######## block 1 ########
Figure 1. Placement by cell class (block 1).
Fill, decap, tap and diode cells in gray.
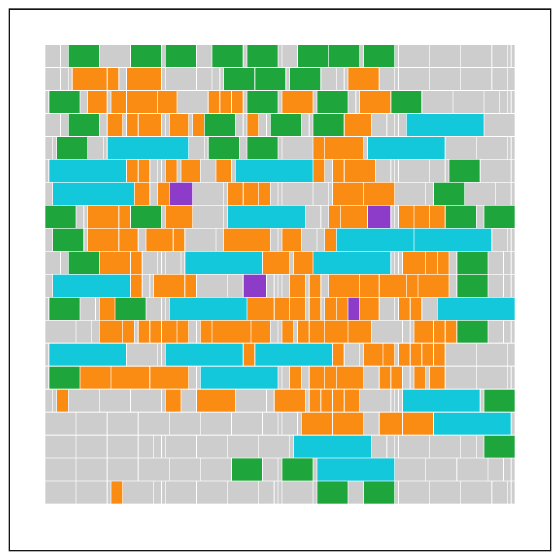

[config.mk]
export PLATFORM = sky130hd
export DESIGN_NAME = jk_cmd_arbiter_flat
export DESIGN_NICKNAME = d
export VERILOG_FILES = /design/src/rtl/jkarb_pkg.sv /design/src/rtl/jk_cmd_arbiter_if.sv /design/src/rtl/jk_reg_bank.sv /design/src/rtl/jk_cmd_arbiter.sv /design/src/flat_wrapper.sv
export SDC_FILE = /design/constraint.sdc
export NUM_CORES = 1
export LEC_CHECK = 0
export CORE_MARGIN = 4
export CORE_UTILIZATION = 45
export DETAILED_ROUTE_END_ITERATION = 10
export PLACE_DENSITY = 0.83
export SYNTH_ARGS = -nofsm -noshare
export SYNTH_HDL_FRONTEND = slang
export SYNTH_HIERARCHICAL = 1
export SYNTH_SLANG_ARGS = --single-unit
export TNS_END_PERCENT = 30
[constraint.sdc]
create_clock -name clk -period 4.1 [get_ports clk]
set_input_delay 0.41 -clock clk [delete_from_list [all_inputs] [get_ports clk]]
set_output_delay 0.41 -clock clk [all_outputs]
set_load 0.005 [all_outputs]
[src/rtl/jkarb_pkg.sv]
// Shared definitions for the JK command arbiter: op codes, FSM state
// encoding, round-robin pick and JK next-state helpers.
package jkarb_pkg;

    // Op encoding is {J,K}
    localparam logic [1:0] OP_HOLD = 2'b00;
    localparam logic [1:0] OP_RST  = 2'b01;
    localparam logic [1:0] OP_SET  = 2'b10;
    localparam logic [1:0] OP_TGL  = 2'b11;

    // Upper bound on requesters the pick function can handle
    localparam int unsigned MAX_NREQ = 8;

    typedef enum logic [1:0] {
        IDLE  = 2'd0,
        APPLY = 2'd1,
        DONE  = 2'd2
    } state_e;

    // Returns {found, index}: first set bit of valid searching ptr+1, ptr+2, ...
    // modulo nreq.
    function automatic logic [3:0] rr_pick(input logic [MAX_NREQ-1:0] valid,
                                           input logic [2:0]          ptr,
                                           input int unsigned         nreq);
        logic [3:0]  res;
        int unsigned c;
        res = '0;
        for (int unsigned k = 1; k <= MAX_NREQ; k++) begin
            if (k <= nreq && !res[3]) begin
                c = (32'(ptr) + k) % nreq;
                if (valid[c[2:0]]) begin
                    res = {1'b1, c[2:0]};
                end
            end
        end
        return res;
    endfunction

    // Value a JK flip-flop takes after one edge with {J,K} = op
    function automatic logic jk_next(input logic [1:0] op, input logic cur);
        logic nxt;
        case (op)
            OP_HOLD: nxt = cur;
            OP_RST:  nxt = 1'b0;
            OP_SET:  nxt = 1'b1;
            default: nxt = ~cur;
        endcase
        return nxt;
    endfunction

endpackage

[src/rtl/jk_cmd_arbiter_if.sv]
// Requester/status bundle for jk_cmd_arbiter. The req_lock lane exists only
// when JKARB_LOCK_EN is defined.
interface jk_cmd_arbiter_if #(
    parameter int unsigned NREQ  = 4,
    parameter int unsigned WIDTH = 8,
    parameter int unsigned IDXW  = (WIDTH > 1) ? $clog2(WIDTH) : 1
);
    localparam int unsigned GIDW = $clog2(NREQ);

    logic [NREQ-1:0]      req_valid;
    logic [NREQ-1:0]      req_ready;
    logic [2*NREQ-1:0]    req_op;
    logic [IDXW*NREQ-1:0] req_idx;
`ifdef JKARB_LOCK_EN
    logic [NREQ-1:0]      req_lock;
`endif
    logic [WIDTH-1:0]     q;
    logic                 busy;
    logic                 done;
    logic [GIDW-1:0]      grant_id;
    logic                 rdata;
    logic                 err;

`ifdef JKARB_LOCK_EN
    modport master (
        output req_valid, req_op, req_idx, req_lock,
        input  req_ready, q, busy, done, grant_id, rdata, err
    );
    modport slave (
        input  req_valid, req_op, req_idx, req_lock,
        output req_ready, q, busy, done, grant_id, rdata, err
    );
`else
    modport master (
        output req_valid, req_op, req_idx,
        input  req_ready, q, busy, done, grant_id, rdata, err
    );
    modport slave (
        input  req_valid, req_op, req_idx,
        output req_ready, q, busy, done, grant_id, rdata, err
    );
`endif

endinterface

[src/rtl/jk_reg_bank.sv]
// Bank of WIDTH edge-triggered JK flip-flops, async active-high reset to 0.
// Pure storage: the sequencer above decides which J/K lines are driven.
module jk_reg_bank #(
    parameter int unsigned WIDTH = 8
) (
    input  logic             clk,
    input  logic             rst,
    input  logic [WIDTH-1:0] j,
    input  logic [WIDTH-1:0] k,
    output logic [WIDTH-1:0] q
);

    // Per-bit JK update: 00 hold, 01 clear, 10 set, 11 toggle
    always_ff @(posedge clk or posedge rst) begin
        if (rst) begin
            q <= '0;
        end else begin
            for (int i = 0; i < int'(WIDTH); i++) begin
                case ({j[i], k[i]})
                    2'b01:   q[i] <= 1'b0;
                    2'b10:   q[i] <= 1'b1;
                    2'b11:   q[i] <= ~q[i];
                    default: q[i] <= q[i];
                endcase
            end
        end
    end

endmodule

[src/rtl/jk_cmd_arbiter.sv]
// Round-robin sequencer sharing one JK register bank between NREQ requesters.
// Each accepted command drives J/K of one bit for a single cycle, then pulses
// done with the resulting bit value. Define JKARB_LOCK_EN to let a winner
// lock the arbiter to itself for back-to-back commands.
module jk_cmd_arbiter
    import jkarb_pkg::*;
#(
    parameter int unsigned NREQ  = 4,
    parameter int unsigned WIDTH = 8,
    parameter int unsigned IDXW  = (WIDTH > 1) ? $clog2(WIDTH) : 1
) (
    input  logic       clk,
    input  logic       rst,
    jk_cmd_arbiter_if.slave bus
);

    localparam int unsigned GIDW = $clog2(NREQ);

    state_e            state;
    logic [1:0]        op_q;
    logic [IDXW-1:0]   idx_q;
    logic [GIDW-1:0]   gid_q;
    logic [GIDW-1:0]   ptr_q;
    logic              busy_q;
    logic              done_q;
    logic              rdata_q;
    logic              err_q;

    logic [NREQ-1:0]   valid_eff;
    logic [3:0]        pick;
    logic              win_any;
    logic [GIDW-1:0]   win;
    logic              accept;
    logic [NREQ-1:0]   ready;
    logic [1:0]        op_sel;
    logic [IDXW-1:0]   idx_sel;
    logic              in_range;
    logic              rdata_d;
    logic [WIDTH-1:0]  bank_j;
    logic [WIDTH-1:0]  bank_k;
    logic [WIDTH-1:0]  bank_q;

`ifdef JKARB_LOCK_EN
    logic              lock_q;
    logic [GIDW-1:0]   owner_q;
    logic              lock_hold;

    // Lock survives only while the owner keeps both valid and lock asserted
    assign lock_hold = lock_q && bus.req_valid[owner_q] && bus.req_lock[owner_q];
`endif

    // Eligible requesters: everyone, or only the owner while the lock holds
    always_comb begin
        valid_eff = bus.req_valid;
`ifdef JKARB_LOCK_EN
        if (lock_hold) begin
            valid_eff          = '0;
            valid_eff[owner_q] = 1'b1;
        end
`endif
    end

    assign pick    = rr_pick(MAX_NREQ'(valid_eff), 3'(ptr_q), NREQ);
    assign win_any = pick[3];
    assign win     = GIDW'(pick[2:0]);
    assign accept  = (state == IDLE) && win_any;
    assign op_sel  = bus.req_op[2*win +: 2];
    assign idx_sel = bus.req_idx[IDXW*win +: IDXW];

    // Combinational ready to the winner, only while idle
    always_comb begin
        ready = '0;
        if (accept) begin
            ready[win] = 1'b1;
        end
    end

    assign in_range = (32'(idx_q) < WIDTH);

    // Drive J/K of the latched bit for the single APPLY cycle
    always_comb begin
        bank_j = '0;
        bank_k = '0;
        if (state == APPLY && in_range) begin
            bank_j[idx_q] = op_q[1];
            bank_k[idx_q] = op_q[0];
        end
    end

    // Post-edge value of the addressed bit, captured alongside the bank update
    always_comb begin
        rdata_d = 1'b0;
        if (in_range) begin
            rdata_d = jk_next(op_q, bank_q[idx_q]);
        end
    end

    jk_reg_bank #(
        .WIDTH(WIDTH)
    ) u_bank (
        .clk(clk),
        .rst(rst),
        .j  (bank_j),
        .k  (bank_k),
        .q  (bank_q)
    );

    // Command FSM with registered status outputs
    always_ff @(posedge clk or posedge rst) begin
        if (rst) begin
            state   <= IDLE;
            op_q    <= OP_HOLD;
            idx_q   <= '0;
            gid_q   <= '0;
            ptr_q   <= GIDW'(NREQ - 1);
            busy_q  <= 1'b0;
            done_q  <= 1'b0;
            rdata_q <= 1'b0;
            err_q   <= 1'b0;
`ifdef JKARB_LOCK_EN
            lock_q  <= 1'b0;
            owner_q <= '0;
`endif
        end else begin
            case (state)
                IDLE: begin
                    if (accept) begin
                        op_q   <= op_sel;
                        idx_q  <= idx_sel;
                        gid_q  <= win;
                        ptr_q  <= win;
                        busy_q <= 1'b1;
                        state  <= APPLY;
                    end
`ifdef JKARB_LOCK_EN
                    if (accept) begin
                        lock_q  <= bus.req_lock[win];
                        owner_q <= win;
                    end else if (!lock_hold) begin
                        lock_q  <= 1'b0;
                    end
`endif
                end
                APPLY: begin
                    done_q  <= 1'b1;
                    rdata_q <= rdata_d;
                    err_q   <= !in_range;
                    state   <= DONE;
                end
                DONE: begin
                    done_q <= 1'b0;
                    err_q  <= 1'b0;
                    busy_q <= 1'b0;
                    state  <= IDLE;
                end
                default: state <= IDLE;
            endcase
        end
    end

    assign bus.req_ready = ready;
    assign bus.q         = bank_q;
    assign bus.busy      = busy_q;
    assign bus.done      = done_q;
    assign bus.grant_id  = gid_q;
    assign bus.rdata     = rdata_q;
    assign bus.err       = err_q;

endmodule

[src/flat_wrapper.sv]
// flat-port wrapper written by rule: the top's interface ports become plain ports
module jk_cmd_arbiter_flat import jkarb_pkg::*;
#(
    parameter int unsigned NREQ  = 4,
    parameter int unsigned WIDTH = 8,
    parameter int unsigned IDXW  = (WIDTH > 1) ? $clog2(WIDTH) : 1
)
  (clk, rst, bus_req_valid, bus_req_op, bus_req_idx, bus_req_ready, bus_q, bus_busy, bus_done, bus_grant_id, bus_rdata, bus_err);
  jk_cmd_arbiter_if #(.NREQ(NREQ), .WIDTH(WIDTH), .IDXW(IDXW)) bus_i ();
  input  logic clk;
  input  logic rst;
  input wire logic [$bits(bus_i.req_valid)-1:0] bus_req_valid;
  input wire logic [$bits(bus_i.req_op)-1:0] bus_req_op;
  input wire logic [$bits(bus_i.req_idx)-1:0] bus_req_idx;
  output wire logic [$bits(bus_i.req_ready)-1:0] bus_req_ready;
  output wire logic [$bits(bus_i.q)-1:0] bus_q;
  output wire logic [$bits(bus_i.busy)-1:0] bus_busy;
  output wire logic [$bits(bus_i.done)-1:0] bus_done;
  output wire logic [$bits(bus_i.grant_id)-1:0] bus_grant_id;
  output wire logic [$bits(bus_i.rdata)-1:0] bus_rdata;
  output wire logic [$bits(bus_i.err)-1:0] bus_err;
  assign bus_i.req_valid = bus_req_valid;
  assign bus_i.req_op = bus_req_op;
  assign bus_i.req_idx = bus_req_idx;
  assign bus_req_ready = bus_i.req_ready;
  assign bus_q = bus_i.q;
  assign bus_busy = bus_i.busy;
  assign bus_done = bus_i.done;
  assign bus_grant_id = bus_i.grant_id;
  assign bus_rdata = bus_i.rdata;
  assign bus_err = bus_i.err;
  jk_cmd_arbiter #(.NREQ(NREQ), .WIDTH(WIDTH), .IDXW(IDXW)) u_core (.clk(clk), .rst(rst), .bus(bus_i));
endmodule
######## block 2 ########
==> src/rtl/cpu_run_pkg.sv <==
// Shared state encoding and halt-code constants for the CPU run-control block.
package cpu_run_pkg;

  typedef enum logic [2:0] {
    ST_IDLE      = 3'd0,
    ST_RESET     = 3'd1,
    ST_RUN       = 3'd2,
    ST_STEP_WAIT = 3'd3,
    ST_DONE      = 3'd4
  } run_state_e;

  localparam logic [2:0] HALT_NONE    = 3'd0;
  localparam logic [2:0] HALT_ECALL   = 3'd1;
  localparam logic [2:0] HALT_LOOP    = 3'd2;
  localparam logic [2:0] HALT_TIMEOUT = 3'd3;
  localparam logic [2:0] HALT_BREAK   = 3'd4;

  localparam logic [31:0] HALT_INSTR_DEFAULT = 32'h0000_0073;

endpackage

==> src/rtl/cpu_run_ctrl_if.sv <==
// Host-side bundle of the run controller; bp_valid/bp_addr exist only when
// CPU_RUN_CTRL_BREAK_EN is defined.
interface cpu_run_ctrl_if #(
  parameter int unsigned PC_W  = 32,
  parameter int unsigned CYC_W = 32
) ();

  logic             start;
  logic             step_mode;
  logic             step_req;
  logic [PC_W-1:0]  pc_in;
  logic [31:0]      inst_in;
  logic             cpu_rst;
  logic             cpu_ce;
  logic             busy;
  logic             done;
  logic [2:0]       halt_code;
  logic [CYC_W-1:0] cycle_cnt;
`ifdef CPU_RUN_CTRL_BREAK_EN
  logic             bp_valid;
  logic [PC_W-1:0]  bp_addr;

  modport master (
    output start, step_mode, step_req, pc_in, inst_in, bp_valid, bp_addr,
    input  cpu_rst, cpu_ce, busy, done, halt_code, cycle_cnt
  );

  modport slave (
    input  start, step_mode, step_req, pc_in, inst_in, bp_valid, bp_addr,
    output cpu_rst, cpu_ce, busy, done, halt_code, cycle_cnt
  );
`else
  modport master (
    output start, step_mode, step_req, pc_in, inst_in,
    input  cpu_rst, cpu_ce, busy, done, halt_code, cycle_cnt
  );

  modport slave (
    input  start, step_mode, step_req, pc_in, inst_in,
    output cpu_rst, cpu_ce, busy, done, halt_code, cycle_cnt
  );
`endif

endinterface

==> src/rtl/cpu_halt_detect.sv <==
// Program-end detection on enabled cycles: ecall, optional breakpoint
// (CPU_RUN_CTRL_BREAK_EN) and PC self-loop, in that priority order.
module cpu_halt_detect
  import cpu_run_pkg::*;
#(
  parameter int unsigned PC_W        = 32,
  parameter int unsigned LOOP_REPEAT = 3,
  parameter logic [31:0] HALT_INSTR  = HALT_INSTR_DEFAULT
) (
  input  logic            clk,
  input  logic            rst,
  input  logic            clr_i,
  input  logic            en_i,
  input  logic [PC_W-1:0] pc_i,
  input  logic [31:0]     inst_i,
`ifdef CPU_RUN_CTRL_BREAK_EN
  input  logic            bp_valid_i,
  input  logic [PC_W-1:0] bp_addr_i,
`endif
  output logic [2:0]      code_o
);

  localparam int unsigned REP_W = $clog2(LOOP_REPEAT);
  localparam logic [REP_W-1:0] REP_LAST = REP_W'(LOOP_REPEAT - 1);

  logic [PC_W-1:0]  prev_pc_q;
  logic             prev_vld_q;
  logic [REP_W-1:0] rep_q;
  logic [REP_W-1:0] rep_d;
  logic             same_pc;
  logic             loop_hit;

  assign same_pc  = prev_vld_q && (pc_i == prev_pc_q);
  assign rep_d    = same_pc ? rep_q + REP_W'(1) : '0;
  assign loop_hit = same_pc && (rep_d == REP_LAST);

  always_comb begin
    code_o = HALT_NONE;
    if (en_i) begin
      if (inst_i == HALT_INSTR) code_o = HALT_ECALL;
`ifdef CPU_RUN_CTRL_BREAK_EN
      else if (bp_valid_i && (pc_i == bp_addr_i)) code_o = HALT_BREAK;
`endif
      else if (loop_hit) code_o = HALT_LOOP;
    end
  end

  // The previous PC is only meaningful once an enabled cycle of this run has been seen.
  always_ff @(posedge clk) begin
    if (rst || clr_i) begin
      prev_vld_q <= 1'b0;
      rep_q      <= '0;
    end else if (en_i) begin
      prev_vld_q <= 1'b1;
      rep_q      <= rep_d;
    end
  end

  always_ff @(posedge clk) begin
    if (en_i) prev_pc_q <= pc_i;
  end

endmodule

==> src/rtl/cpu_run_ctrl.sv <==
// Run control for the single-cycle core: reset sequencing, free-run/single-step
// clock-enable, cycle counting and halt detection. Breakpoints: CPU_RUN_CTRL_BREAK_EN.
module cpu_run_ctrl
  import cpu_run_pkg::*;
#(
  parameter int unsigned RST_CYCLES  = 4,
  parameter int unsigned PC_W        = 32,
  parameter int unsigned CYC_W       = 32,
  parameter int unsigned TIMEOUT     = 100000,
  parameter int unsigned LOOP_REPEAT = 3,
  parameter logic [31:0] HALT_INSTR  = HALT_INSTR_DEFAULT
) (
  input logic           clk,
  input logic           rst,
  cpu_run_ctrl_if.slave bus
);

  localparam int unsigned RCNT_W = $clog2(RST_CYCLES + 1);
  localparam logic [RCNT_W-1:0] RCNT_LAST = RCNT_W'(RST_CYCLES - 1);
  localparam logic [CYC_W-1:0]  TIMEOUT_C = CYC_W'(TIMEOUT);

  run_state_e        state_q;
  logic [RCNT_W-1:0] rcnt_q;
  logic              mode_q;
  logic              cpu_rst_q;
  logic              cpu_ce_q;
  logic              busy_q;
  logic              done_q;
  logic [2:0]        halt_q;
  logic [CYC_W-1:0]  cnt_q;

  logic [2:0]        det_code;
  logic [2:0]        halt_req;
  logic              bp_mask;
  logic              ce_eff;
  logic [CYC_W-1:0]  cnt_inc;

  cpu_halt_detect #(
    .PC_W        (PC_W),
    .LOOP_REPEAT (LOOP_REPEAT),
    .HALT_INSTR  (HALT_INSTR)
  ) u_halt (
    .clk        (clk),
    .rst        (rst),
    .clr_i      (state_q == ST_RESET),
    .en_i       (cpu_ce_q),
    .pc_i       (bus.pc_in),
    .inst_i     (bus.inst_in),
`ifdef CPU_RUN_CTRL_BREAK_EN
    .bp_valid_i (bus.bp_valid),
    .bp_addr_i  (bus.bp_addr),
`endif
    .code_o     (det_code)
  );

  // A breakpoint hit suppresses the commit strobe in the same cycle.
  assign bp_mask = (det_code == HALT_BREAK);
  assign ce_eff  = cpu_ce_q & ~bp_mask;
  assign cnt_inc = (&cnt_q) ? cnt_q : cnt_q + CYC_W'(1);

  always_comb begin
    halt_req = det_code;
    if ((halt_req == HALT_NONE) && ce_eff && (cnt_inc == TIMEOUT_C)) halt_req = HALT_TIMEOUT;
  end

  always_ff @(posedge clk) begin
    if (rst) begin
      state_q   <= ST_IDLE;
      rcnt_q    <= '0;
      mode_q    <= 1'b0;
      cpu_rst_q <= 1'b1;
      cpu_ce_q  <= 1'b0;
      busy_q    <= 1'b0;
      done_q    <= 1'b0;
      halt_q    <= HALT_NONE;
      cnt_q     <= '0;
    end else begin
      unique case (state_q)
        ST_IDLE, ST_DONE: begin
          if (bus.start) begin
            state_q   <= ST_RESET;
            rcnt_q    <= '0;
            cpu_rst_q <= 1'b1;
            busy_q    <= 1'b1;
            done_q    <= 1'b0;
            halt_q    <= HALT_NONE;
            cnt_q     <= '0;
          end
        end
        ST_RESET: begin
          rcnt_q <= rcnt_q + RCNT_W'(1);
          if (rcnt_q == RCNT_LAST) begin
            mode_q    <= bus.step_mode;
            cpu_rst_q <= 1'b0;
            cpu_ce_q  <= ~bus.step_mode;
            state_q   <= bus.step_mode ? ST_STEP_WAIT : ST_RUN;
          end
        end
        ST_RUN, ST_STEP_WAIT: begin
          if (ce_eff) cnt_q <= cnt_inc;
          if (halt_req != HALT_NONE) begin
            state_q  <= ST_DONE;
            halt_q   <= halt_req;
            cpu_ce_q <= 1'b0;
            busy_q   <= 1'b0;
            done_q   <= 1'b1;
          end else begin
            cpu_ce_q <= mode_q ? bus.step_req : 1'b1;
          end
        end
        default: state_q <= ST_IDLE;
      endcase
    end
  end

  assign bus.cpu_rst   = cpu_rst_q;
  assign bus.cpu_ce    = ce_eff;
  assign bus.busy      = busy_q;
  assign bus.done      = done_q;
  assign bus.halt_code = halt_q;
  assign bus.cycle_cnt = cnt_q;

endmodule
==> src/flat_wrapper.sv <==
// flat-port wrapper written by rule: the top's interface ports become plain ports
module cpu_run_ctrl_flat import cpu_run_pkg::*;
#(
  parameter int unsigned RST_CYCLES  = 4,
  parameter int unsigned PC_W        = 32,
  parameter int unsigned CYC_W       = 32,
  parameter int unsigned TIMEOUT     = 100000,
  parameter int unsigned LOOP_REPEAT = 3,
  parameter logic [31:0] HALT_INSTR  = HALT_INSTR_DEFAULT
)
  (clk, rst, bus_start, bus_step_mode, bus_step_req, bus_pc_in, bus_inst_in, bus_cpu_rst, bus_cpu_ce, bus_busy, bus_done, bus_halt_code, bus_cycle_cnt);
  cpu_run_ctrl_if #(.PC_W(PC_W), .CYC_W(CYC_W)) bus_i ();
  input logic clk;
  input logic rst;
  input wire logic [$bits(bus_i.start)-1:0] bus_start;
  input wire logic [$bits(bus_i.step_mode)-1:0] bus_step_mode;
  input wire logic [$bits(bus_i.step_req)-1:0] bus_step_req;
  input wire logic [$bits(bus_i.pc_in)-1:0] bus_pc_in;
  input wire logic [$bits(bus_i.inst_in)-1:0] bus_inst_in;
  output wire logic [$bits(bus_i.cpu_rst)-1:0] bus_cpu_rst;
  output wire logic [$bits(bus_i.cpu_ce)-1:0] bus_cpu_ce;
  output wire logic [$bits(bus_i.busy)-1:0] bus_busy;
  output wire logic [$bits(bus_i.done)-1:0] bus_done;
  output wire logic [$bits(bus_i.halt_code)-1:0] bus_halt_code;
  output wire logic [$bits(bus_i.cycle_cnt)-1:0] bus_cycle_cnt;
  assign bus_i.start = bus_start;
  assign bus_i.step_mode = bus_step_mode;
  assign bus_i.step_req = bus_step_req;
  assign bus_i.pc_in = bus_pc_in;
  assign bus_i.inst_in = bus_inst_in;
  assign bus_cpu_rst = bus_i.cpu_rst;
  assign bus_cpu_ce = bus_i.cpu_ce;
  assign bus_busy = bus_i.busy;
  assign bus_done = bus_i.done;
  assign bus_halt_code = bus_i.halt_code;
  assign bus_cycle_cnt = bus_i.cycle_cnt;
  cpu_run_ctrl #(.RST_CYCLES(RST_CYCLES), .PC_W(PC_W), .CYC_W(CYC_W), .TIMEOUT(TIMEOUT), .LOOP_REPEAT(LOOP_REPEAT), .HALT_INSTR(HALT_INSTR)) u_core (.clk(clk), .rst(rst), .bus(bus_i));
endmodule
==> config.mk <==
export PLATFORM = sky130hd
export DESIGN_NAME = cpu_run_ctrl_flat
export DESIGN_NICKNAME = d
export VERILOG_FILES = /design/src/rtl/cpu_run_pkg.sv /design/src/rtl/cpu_run_ctrl_if.sv /design/src/rtl/cpu_halt_detect.sv /design/src/rtl/cpu_run_ctrl.sv /design/src/flat_wrapper.sv
export SDC_FILE = /design/constraint.sdc
export NUM_CORES = 1
export LEC_CHECK = 0
export CAP_MARGIN = 20
export CORE_UTILIZATION = 51
export CTS_CLUSTER_SIZE = 24
export DETAILED_ROUTE_END_ITERATION = 12
export HOLD_SLACK_MARGIN = 0.15
export PLACE_DENSITY = 0.81
export SYNTH_ARGS = -nofsm -noshare
export SYNTH_HDL_FRONTEND = slang
export SYNTH_SLANG_ARGS = --single-unit
export TNS_END_PERCENT = 1
==> constraint.sdc <==
create_clock -name clk -period 3.5 [get_ports clk]
set_input_delay 0.875 -clock clk [delete_from_list [all_inputs] [get_ports clk]]
set_output_delay 0.875 -clock clk [all_outputs]
set_load 0.1 [all_outputs]
######## block 3 ########
## src/rtl/add_norm_round_pkg.sv

```systemverilog
// add_norm_round_pkg: widths, mantissa bit positions, constants and FSM encoding
// shared by the FP32 add/normalize/round stage.
package add_norm_round_pkg;
   localparam int MANT_W  = 28;
   localparam int EXP_W   = 8;
   localparam int IEXP_W  = 10;
   localparam int CARRY   = 27;
   localparam int HIDDEN  = 26;
   localparam int LSB     = 3;
   localparam int G_BIT   = 2;
   localparam int R_BIT   = 1;
   localparam int S_BIT   = 0;
   localparam int EXP_MAX = 255;

   localparam logic [31:0] INF_POS = 32'h7F80_0000;

   typedef enum logic [2:0] {
      IDLE  = 3'd0,
      ADD   = 3'd1,
      NORM  = 3'd2,
      ROUND = 3'd3,
      DONE  = 3'd4
   } state_t;
endpackage

```

## src/rtl/add_norm_round_lzc28.sv

```systemverilog
// lzc28: 28-bit leading-zero counter (28 for an all-zero input).
// Only elaborated when FP_NORM_LZC_EN is defined, since only that build uses it.
`ifdef FP_NORM_LZC_EN
module lzc28 (
   input  logic [27:0] val,
   output logic [4:0]  cnt
);
   always_comb begin
      cnt = 5'd28;
      // ascending scan: the highest set bit makes the last assignment
      for (int i = 0; i <= 27; i++) begin
         if (val[i]) cnt = 5'(27 - i);
      end
   end
endmodule
`endif

```

## src/rtl/add_norm_round.sv

```systemverilog
// add_norm_round: FP32 adder back end -- add/subtract aligned mantissas, normalize, round-to-nearest-even, pack.
// FP_NORM_LZC_EN: single-cycle leading-zero normalize; otherwise NORM shifts left one bit per cycle.
//
// state | meaning
// IDLE  | waiting for an operand bundle (in_ready high)
// ADD   | add or subtract the latched mantissas
// NORM  | bring the hidden bit to position 26, or flush/zero
// ROUND | round to nearest-even, detect overflow, pack
// DONE  | result and flags held until out_ready
module add_norm_round
   import add_norm_round_pkg::*;
(
   input  logic              clk,
   input  logic              reset,
   input  logic              in_valid,
   output logic              in_ready,
   input  logic              sign_of_great,
   input  logic              sign_of_small,
   input  logic [EXP_W-1:0]  exp,
   input  logic [MANT_W-1:0] mantis_great,
   input  logic [MANT_W-1:0] mantis_small,
   input  logic              shift_loss,
   output logic              out_valid,
   input  logic              out_ready,
   output logic [31:0]       result,
   output logic              overflow,
   output logic              underflow,
   output logic              inexact
);
   state_t                   state_q, state_d;
   logic                     sign_q, sign_d;
   logic                     sign_small_q, sign_small_d;
   logic signed [IEXP_W-1:0] exp_q, exp_d;
   logic [MANT_W-1:0]        great_q, great_d;
   logic [MANT_W-1:0]        small_q, small_d;
   logic [MANT_W-1:0]        sum_q, sum_d;
   logic                     sticky_q, sticky_d;
   logic                     zero_q, zero_d;
   logic                     flush_q, flush_d;
   logic [31:0]              result_q, result_d;
   logic                     overflow_q, overflow_d;
   logic                     underflow_q, underflow_d;
   logic                     inexact_q, inexact_d;

   logic                     g_bit, r_bit, s_bit, rnd_up;
   logic [24:0]              mant_rnd;
   logic signed [IEXP_W-1:0] exp_rnd;
   logic [22:0]              frac_rnd;

`ifdef FP_NORM_LZC_EN
   logic [4:0] lz_cnt;
   logic [4:0] lz_shift;

   lzc28 u_lzc (
      .val (sum_q),
      .cnt (lz_cnt)
   );

   // only used once sum[27:26]==0, so lz_cnt >= 2 here
   assign lz_shift = lz_cnt - 5'd1;
`endif

   assign g_bit    = sum_q[G_BIT];
   assign r_bit    = sum_q[R_BIT];
   assign s_bit    = sum_q[S_BIT] | sticky_q;
   assign rnd_up   = g_bit & (r_bit | s_bit | sum_q[LSB]);
   assign mant_rnd = {1'b0, sum_q[HIDDEN:LSB]} + {24'd0, rnd_up};
   assign exp_rnd  = exp_q + (mant_rnd[24] ? 10'sd1 : 10'sd0);
   assign frac_rnd = mant_rnd[24] ? mant_rnd[23:1] : mant_rnd[22:0];

   always_comb begin
      state_d      = state_q;
      sign_d       = sign_q;
      sign_small_d = sign_small_q;
      exp_d        = exp_q;
      great_d      = great_q;
      small_d      = small_q;
      sum_d        = sum_q;
      sticky_d     = sticky_q;
      zero_d       = zero_q;
      flush_d      = flush_q;
      result_d     = result_q;
      overflow_d   = overflow_q;
      underflow_d  = underflow_q;
      inexact_d    = inexact_q;

      unique case (state_q)
         IDLE: begin
            if (in_valid) begin
               sign_d       = sign_of_great;
               sign_small_d = sign_of_small;
               exp_d        = {2'b00, exp};
               great_d      = mantis_great;
               small_d      = mantis_small;
               sticky_d     = shift_loss;
               zero_d       = 1'b0;
               flush_d      = 1'b0;
               state_d      = ADD;
            end
         end
         ADD: begin
            sum_d   = (sign_q == sign_small_q) ? (great_q + small_q) : (great_q - small_q);
            state_d = NORM;
         end
         NORM: begin
            if (sum_q == '0) begin
               zero_d  = 1'b1;
               state_d = ROUND;
            end else if (sum_q[CARRY]) begin
               sum_d   = {1'b0, sum_q[CARRY:2], sum_q[1] | sum_q[0]};
               exp_d   = exp_q + 10'sd1;
               state_d = ROUND;
            end else if (sum_q[HIDDEN]) begin
               state_d = ROUND;
            end else begin
`ifdef FP_NORM_LZC_EN
               // a shift beyond exp-1 would leave the hidden bit clear at exp==1: flush
               if ($signed({5'd0, lz_shift}) > (exp_q - 10'sd1)) begin
                  flush_d = 1'b1;
               end else begin
                  sum_d = sum_q << lz_shift;
                  exp_d = exp_q - $signed({5'd0, lz_shift});
               end
               state_d = ROUND;
`else
               if (exp_q <= 10'sd1) begin
                  flush_d = 1'b1;
                  state_d = ROUND;
               end else begin
                  sum_d = {sum_q[MANT_W-2:0], 1'b0};
                  exp_d = exp_q - 10'sd1;
               end
`endif
            end
         end
         ROUND: begin
            overflow_d  = 1'b0;
            underflow_d = 1'b0;
            inexact_d   = 1'b0;
            if (zero_q) begin
               result_d = 32'h0000_0000;
            end else if (flush_q) begin
               result_d    = {sign_q, 31'd0};
               underflow_d = 1'b1;
               inexact_d   = 1'b1;
            end else if (exp_rnd >= $signed(10'(EXP_MAX))) begin
               result_d   = {sign_q, INF_POS[30:0]};
               overflow_d = 1'b1;
               inexact_d  = 1'b1;
            end else begin
               result_d  = {sign_q, exp_rnd[EXP_W-1:0], frac_rnd};
               inexact_d = g_bit | r_bit | s_bit;
            end
            state_d = DONE;
         end
         DONE: begin
            if (out_ready) state_d = IDLE;
         end
         default: state_d = IDLE;
      endcase
   end

   always_ff @(posedge clk) begin
      if (reset) begin
         state_q      <= IDLE;
         sign_q       <= 1'b0;
         sign_small_q <= 1'b0;
         exp_q        <= '0;
         great_q      <= '0;
         small_q      <= '0;
         sum_q        <= '0;
         sticky_q     <= 1'b0;
         zero_q       <= 1'b0;
         flush_q      <= 1'b0;
         result_q     <= '0;
         overflow_q   <= 1'b0;
         underflow_q  <= 1'b0;
         inexact_q    <= 1'b0;
      end else begin
         state_q      <= state_d;
         sign_q       <= sign_d;
         sign_small_q <= sign_small_d;
         exp_q        <= exp_d;
         great_q      <= great_d;
         small_q      <= small_d;
         sum_q        <= sum_d;
         sticky_q     <= sticky_d;
         zero_q       <= zero_d;
         flush_q      <= flush_d;
         result_q     <= result_d;
         overflow_q   <= overflow_d;
         underflow_q  <= underflow_d;
         inexact_q    <= inexact_d;
      end
   end

   assign in_ready  = (state_q == IDLE);
   assign out_valid = (state_q == DONE);
   assign result    = result_q;
   assign overflow  = overflow_q;
   assign underflow = underflow_q;
   assign inexact   = inexact_q;
endmodule
```

## config.mk

```make
export PLATFORM = sky130hd
export DESIGN_NAME = add_norm_round
export DESIGN_NICKNAME = d
export VERILOG_FILES = /design/src/rtl/add_norm_round_pkg.sv /design/src/rtl/add_norm_round_lzc28.sv /design/src/rtl/add_norm_round.sv
export SDC_FILE = /design/constraint.sdc
export NUM_CORES = 1
export LEC_CHECK = 0
export CORE_UTILIZATION = 60
export CTS_CLUSTER_DIAMETER = 100
export CTS_CLUSTER_SIZE = 24
export DETAILED_ROUTE_END_ITERATION = 10
export PLACE_DENSITY = 0.95
export SETUP_SLACK_MARGIN = 0.05
export SLEW_MARGIN = 25
export SYNTH_ARGS = -nofsm -noshare
export SYNTH_HDL_FRONTEND = slang
export SYNTH_SLANG_ARGS = --single-unit
```

## constraint.sdc

```tcl
create_clock -name clk -period 10.71 [get_ports clk]
set_clock_uncertainty 0.15 [all_clocks]
set_input_delay 2.142 -clock clk [delete_from_list [all_inputs] [get_ports clk]]
set_output_delay 2.142 -clock clk [all_outputs]
set_load 0.01 [all_outputs]
```

Figure 2. Placement by cell class (block 3).
Fill, decap, tap and diode cells in gray.
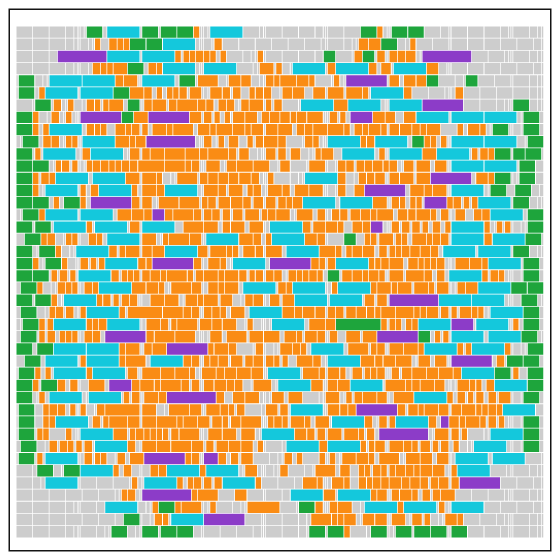
[green] remaining buffers and delay cells | cells: 118 | share of their area: 12%
[purple] clock drivers and dummy loads | cells: 32 | share of their area: 7.2%
[orange] remaining logic cells | cells: 909 | share of their area: 54%
[cyan] sequential cells | cells: 137 | share of their area: 27%
flip-flop and latch share of the layout cell area: 26.8%
Site Rows: 42
total core area: 13500 sq um
core occupancy in the finished layout: 76.0%
finished layout cell area: 10200 sq um

==> out/summary.log, block 3 <==
qor: cts.cts.sinks 137
qor: status.outcome finished clean
qor: final_layout.post_route_cells_drive_above_1_share 5.18%
qor: grt.grt_use_met1 42.0%
qor: yosys.async_flop_share 0%
qor: grt.met3_usage 6.65%
qor: final_layout.nNonClkBuffers 118
qor: timing.final.hold.worst_slack 306 ps
qor: grt.via_count_of_the_first_global_routing_pass 7973
qor: floorplanning.dieWidth 121 microns
qor: drt.drcViolationCount 0
qor: yosys.dominant_kind_of_combinational_cell AND-OR/OR-AND gates
qor: yosys.ys.flop_type dfxtp_1
qor: pwr.sw_frac_of_total 40.4%
qor: worst_setup_path.slowest_delay 550 ps
qor: final_layout.inverters_excl_clock 20
qor: grt.grt_start_max_net_pins 100
qor: drt.drt-total-wl 23.9 mm
qor: timing.final-hold-violation-count 0
qor: yosys.xor_share 7.48%
qor: floorplanning.die_h 121 microns
qor: final_layout.layout.nets 1289
qor: yosys.synth.area.mux_share 0.727%
qor: yosys.netlist_instances 1133
qor: final_layout.final-seq-area 2740 sq um
qor: pwr.ir_drop 157 uV
qor: yosys.synth_cell_types 66
qor: timing.finalWorstPathRequiredPeriod 5170 ps
qor: placement.placedCellCount 1339
qor: drt.num_vias 8791
qor: timing.grt_setup_unrepaired no
qor: drt.routed-wl-met3 1.93 mm
qor: timing.finalWorstSetupSlack 5540 ps
qor: timing.final_max_slew_viol_count 0
qor: pwr.power_frac_seq 30.3%
qor: worst_setup_path.worstPathRequired 10880 ps
qor: grt.globalRouteMet2Util 53.4%
qor: final_layout.multi_input_comb_cells 889
qor: worst_setup_path.slowest_stage dfxtp_1
qor: yosys.syn_nets 1239
qor: cts.cts_tree yes
qor: cts.cts-htree-levels 4
qor: drt.top_signal_layer_used met4
==> block 3: placed cells by master (no fill, tap or decap), types with 13 or more instances in the layout <==
master,instances
inv_1,20
nand2_1,191
o21ai_0,58
ha_1,34
clkdlybuf4s50_1,106
clkbuf_16,17
a21oi_1,128
a21o_1,23
nor3_1,38
nor4_1,18
xnor2_1,44
nand3_1,31
or3_1,13
nor2_1,92
xor2_1,28
a22oi_1,30
dfxtp_1,137
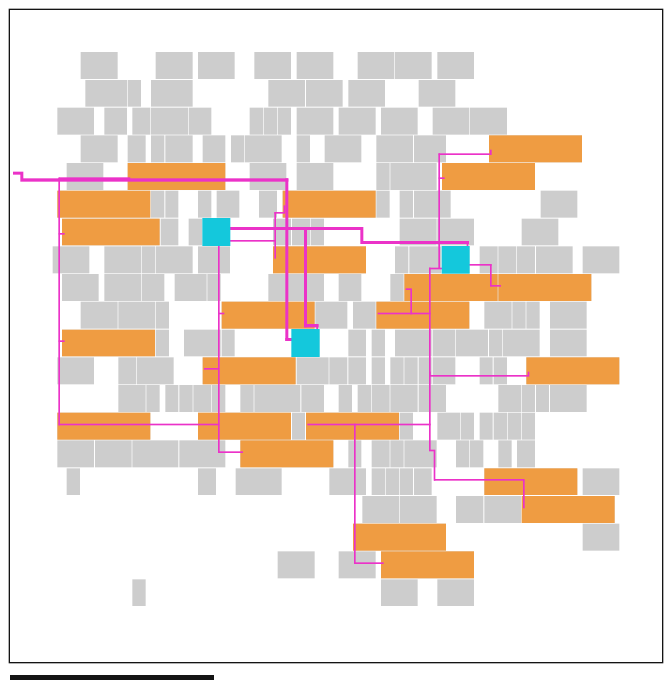
Figure 3: block 1, clock network drawn from the DEF.
The bar under the picture is 20 microns long.
[magenta] clock wires | length: 275 microns
[orange] flip-flops | count: 22
[cyan] clock-net drivers | count: 3
routed clock nets: 4
Insertion Delay late pin: 320 ps
clock distribution power: 103 uW
worst clock skew on the final layout: 14.7 ps

Notes on Figure 1 above:
[purple] clock drivers and dummy loads | cells: 4 | share of their area: 1.5%
[green] remaining buffers and delay cells | cells: 42 | share of their area: 24%
[orange] remaining logic cells | cells: 128 | share of their area: 44%
[cyan] sequential cells | cells: 22 | share of their area: 31%

==> out/summary.log, block 1 <==
qor: status.outcome finished clean
qor: timing.fmax 328 MHz
qor: yosys.yosysChipArea 1410 sq um
qor: final_layout.inverters_excl_clock 17
qor: timing.finalSetupViolCount 0
qor: placement.hpwlAfterDp 2.54 mm
qor: drt.routed_via_density 5.11
qor: placement.place_area 1810 sq um
qor: final_layout.biggest_cell_category_by_area_in_the_final_layout combinational gates
qor: grt.via_count_of_the_first_global_routing_pass 1216
qor: worst_setup_path.reg2regPathDepth 4
qor: floorplanning.taps 44
qor: pwr.design_power_total 1.18 mW
qor: worst_setup_path.critPathKind flip-flop to output port
qor: timing.sum_neg_setup_slack 0 ps
qor: drt.drt-total-wl 3.19 mm
qor: yosys.async_flop_share 100%
qor: run.max_cap_viol_count 0
qor: grt.initial_antenna_violation_count 0
qor: pwr.power_per_cell_area 646 nW/um^2
qor: timing.final.hold.worst_slack 375 ps
qor: yosys.syn_nets 188
qor: yosys.yosysTopAreaCell dfrtp_1
qor: floorplanning.floorplan.die_area 4090 sq um
qor: worst_setup_path.crit_buf_inv 2
qor: final_layout.final-seq-area 553 sq um
qor: pwr.total_leakage_power 0.799 nW
qor: yosys.synth-edff-count 0
qor: floorplanning.die_h 63.9 microns
qor: worst_setup_path.worst-path-max-fanout 15
qor: cts.cts_repair_resize_count 0
qor: yosys.ys.flop_type dfrtp_1
qor: worst_setup_path.worst_setup_path_end_kind output port
qor: drt.firstDrtPassIters 4
qor: yosys.synth.top_cell.area_share 35.6%
qor: final_layout.layout.cells.non_filler 240
qor: final_layout.final_util 60.6%
qor: drt.drcViolationCount 0
qor: grt.grt_pass1_wl 5.41 mm
qor: worst_setup_path.regToRegSetupSlack 1910 ps
qor: timing.grt_setup_unrepaired no
qor: final_layout.syn2layout_area_growth 30.3%
qor: floorplanning.io_pins 44
qor: yosys.synth_cell_types 38
qor: drt.drt_iter0_markers 80
==> block 1: power breakdown <==
group	total [mW]	switching (mW)	internal, mW
logic	0.629	0.287	0.343
clock network	0.103	0.0653	0.0380
registers	0.452	0.122	0.330
==> block 1: kinds of logic after synthesis <==
group / synth area share, %
other cells: 0.266
mux: 13.2
flops: 39.3
simple gates: 21.8
buf+inv: 9.87
fa+ha+maj: 3.56
compound gates: 12.1
==> block 1: metal layers <==
metal | wire length, microns | track usage, %
met1 | 1350 | 19.0
met2 | 1610 | 28.6
met3 | 192 | 5.80
met4 | 32 | 4.58
met5 | 0 | 0
Figure 4. Clock network drawn from the DEF (block 2).
The bar under the picture is 20 microns long.
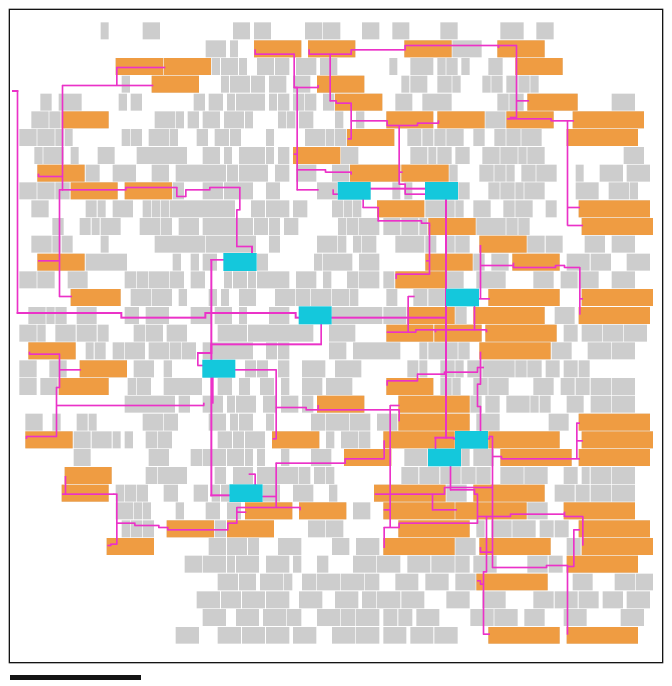
[cyan] clock-net drivers | count: 9
[magenta] clock wires | length: 1030 microns
[orange] flip-flops | count: 80
routed clock nets: 10

==> out/summary.log, block 2 <==
qor: cts.postCtsSetupRepairBufs 0
qor: yosys.synth_cell_types 73
qor: cts.cts.path.max_buffers 2
qor: final_layout.finished_layout_cell_area 6130 sq um
qor: floorplanning.die_h 99.8 microns
qor: worst_setup_path.cp.depth 8
qor: placement.gp_routability_congestion 1.03
qor: drt.drcViolationCount 0
qor: pwr.power_spent_charging_and_discharging_nets 462 uW
qor: pwr.clock_power 662 uW
qor: yosys.netlist_instances 520
qor: final_layout.biggest_cell_category_by_area_in_the_final_layout combinational gates
qor: worst_setup_path.critical_path_end u_core.bus.halt_code[0]$_SDFFE_PP0P_
qor: final_layout.clkCellAreaFrac 3.06%
qor: timing.fin_skew 15.6 ps
qor: drt.ant_nets 0
qor: status.outcome finished clean
qor: final_layout.nNonClkBuffers 122
==> block 2: state kept, by name, indices dropped and copies added (netlist names) <==
signal / count
u_core.bus.cpu_rst: 1
u_core.u_halt.prev_vld_q: 1
u_core.cpu_ce_q: 1
u_core.bus.done: 1
u_core.mode_q: 1
u_core.u_halt.rep_q: 2
u_core.state_q: 3
u_core.u_halt.prev_pc_q: 32
u_core.bus.busy: 1
u_core.rcnt_q: 3
u_core.bus.halt_code: 2
u_core.bus.cycle_cnt: 32


==> gallery <==
Pin map.
Pins as bars across the die edge, other pins in gray.
picture 1
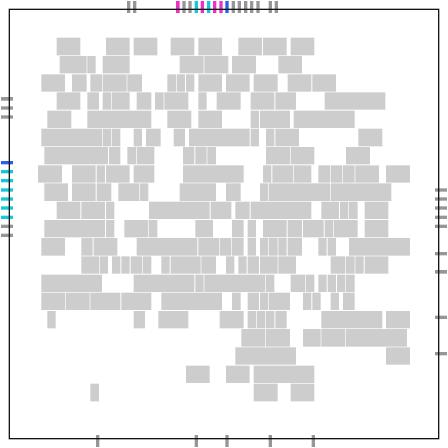
picture 2
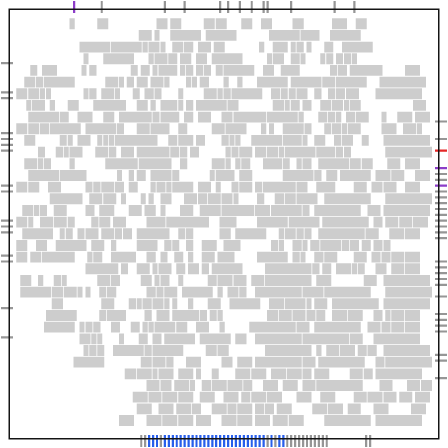
picture 3
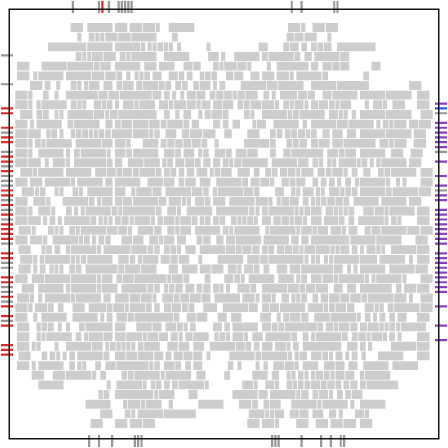
Picture 1 is block 1.
Picture 2 is block 2.
Picture 3 is block 3.
The one with the fewest pins is picture 1.

Key to picture 2:
[blue] `bus_inst_in` | pins: 32 | direction: input | edge: bottom
[purple] `bus_halt_code` | pins: 3 | direction: output | edge: 2 right, 1 top
[red] `bus_start` | pins: 1 | direction: input | edge: right


==> screenshots <==
Cell outlines without signal wires.
Plate I
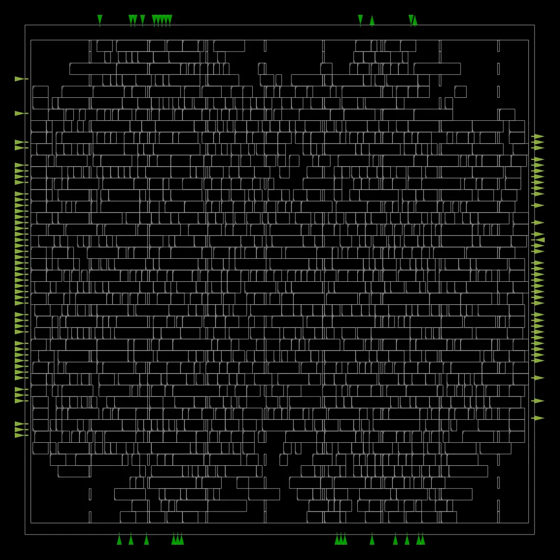
Plate II
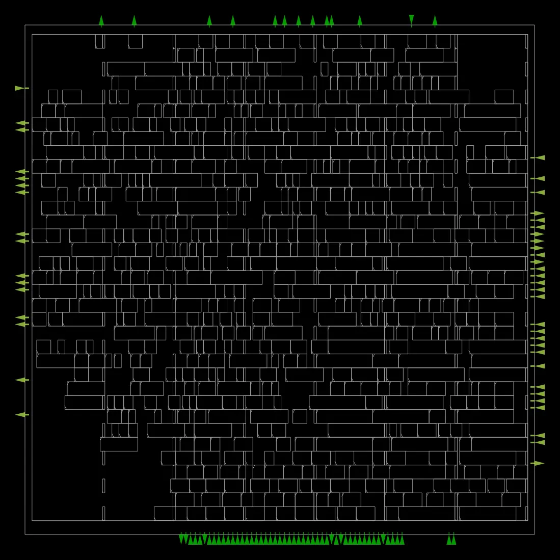
Plate III
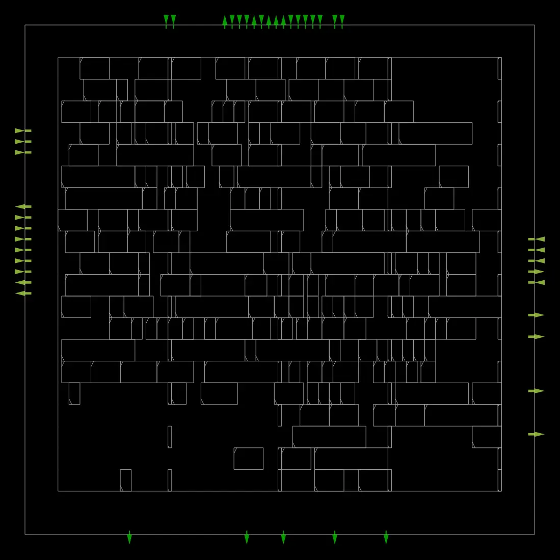
Plate III -> block 1
Plate II -> block 2
Plate I -> block 3

Power is estimated from default activity; no workload was simulated.
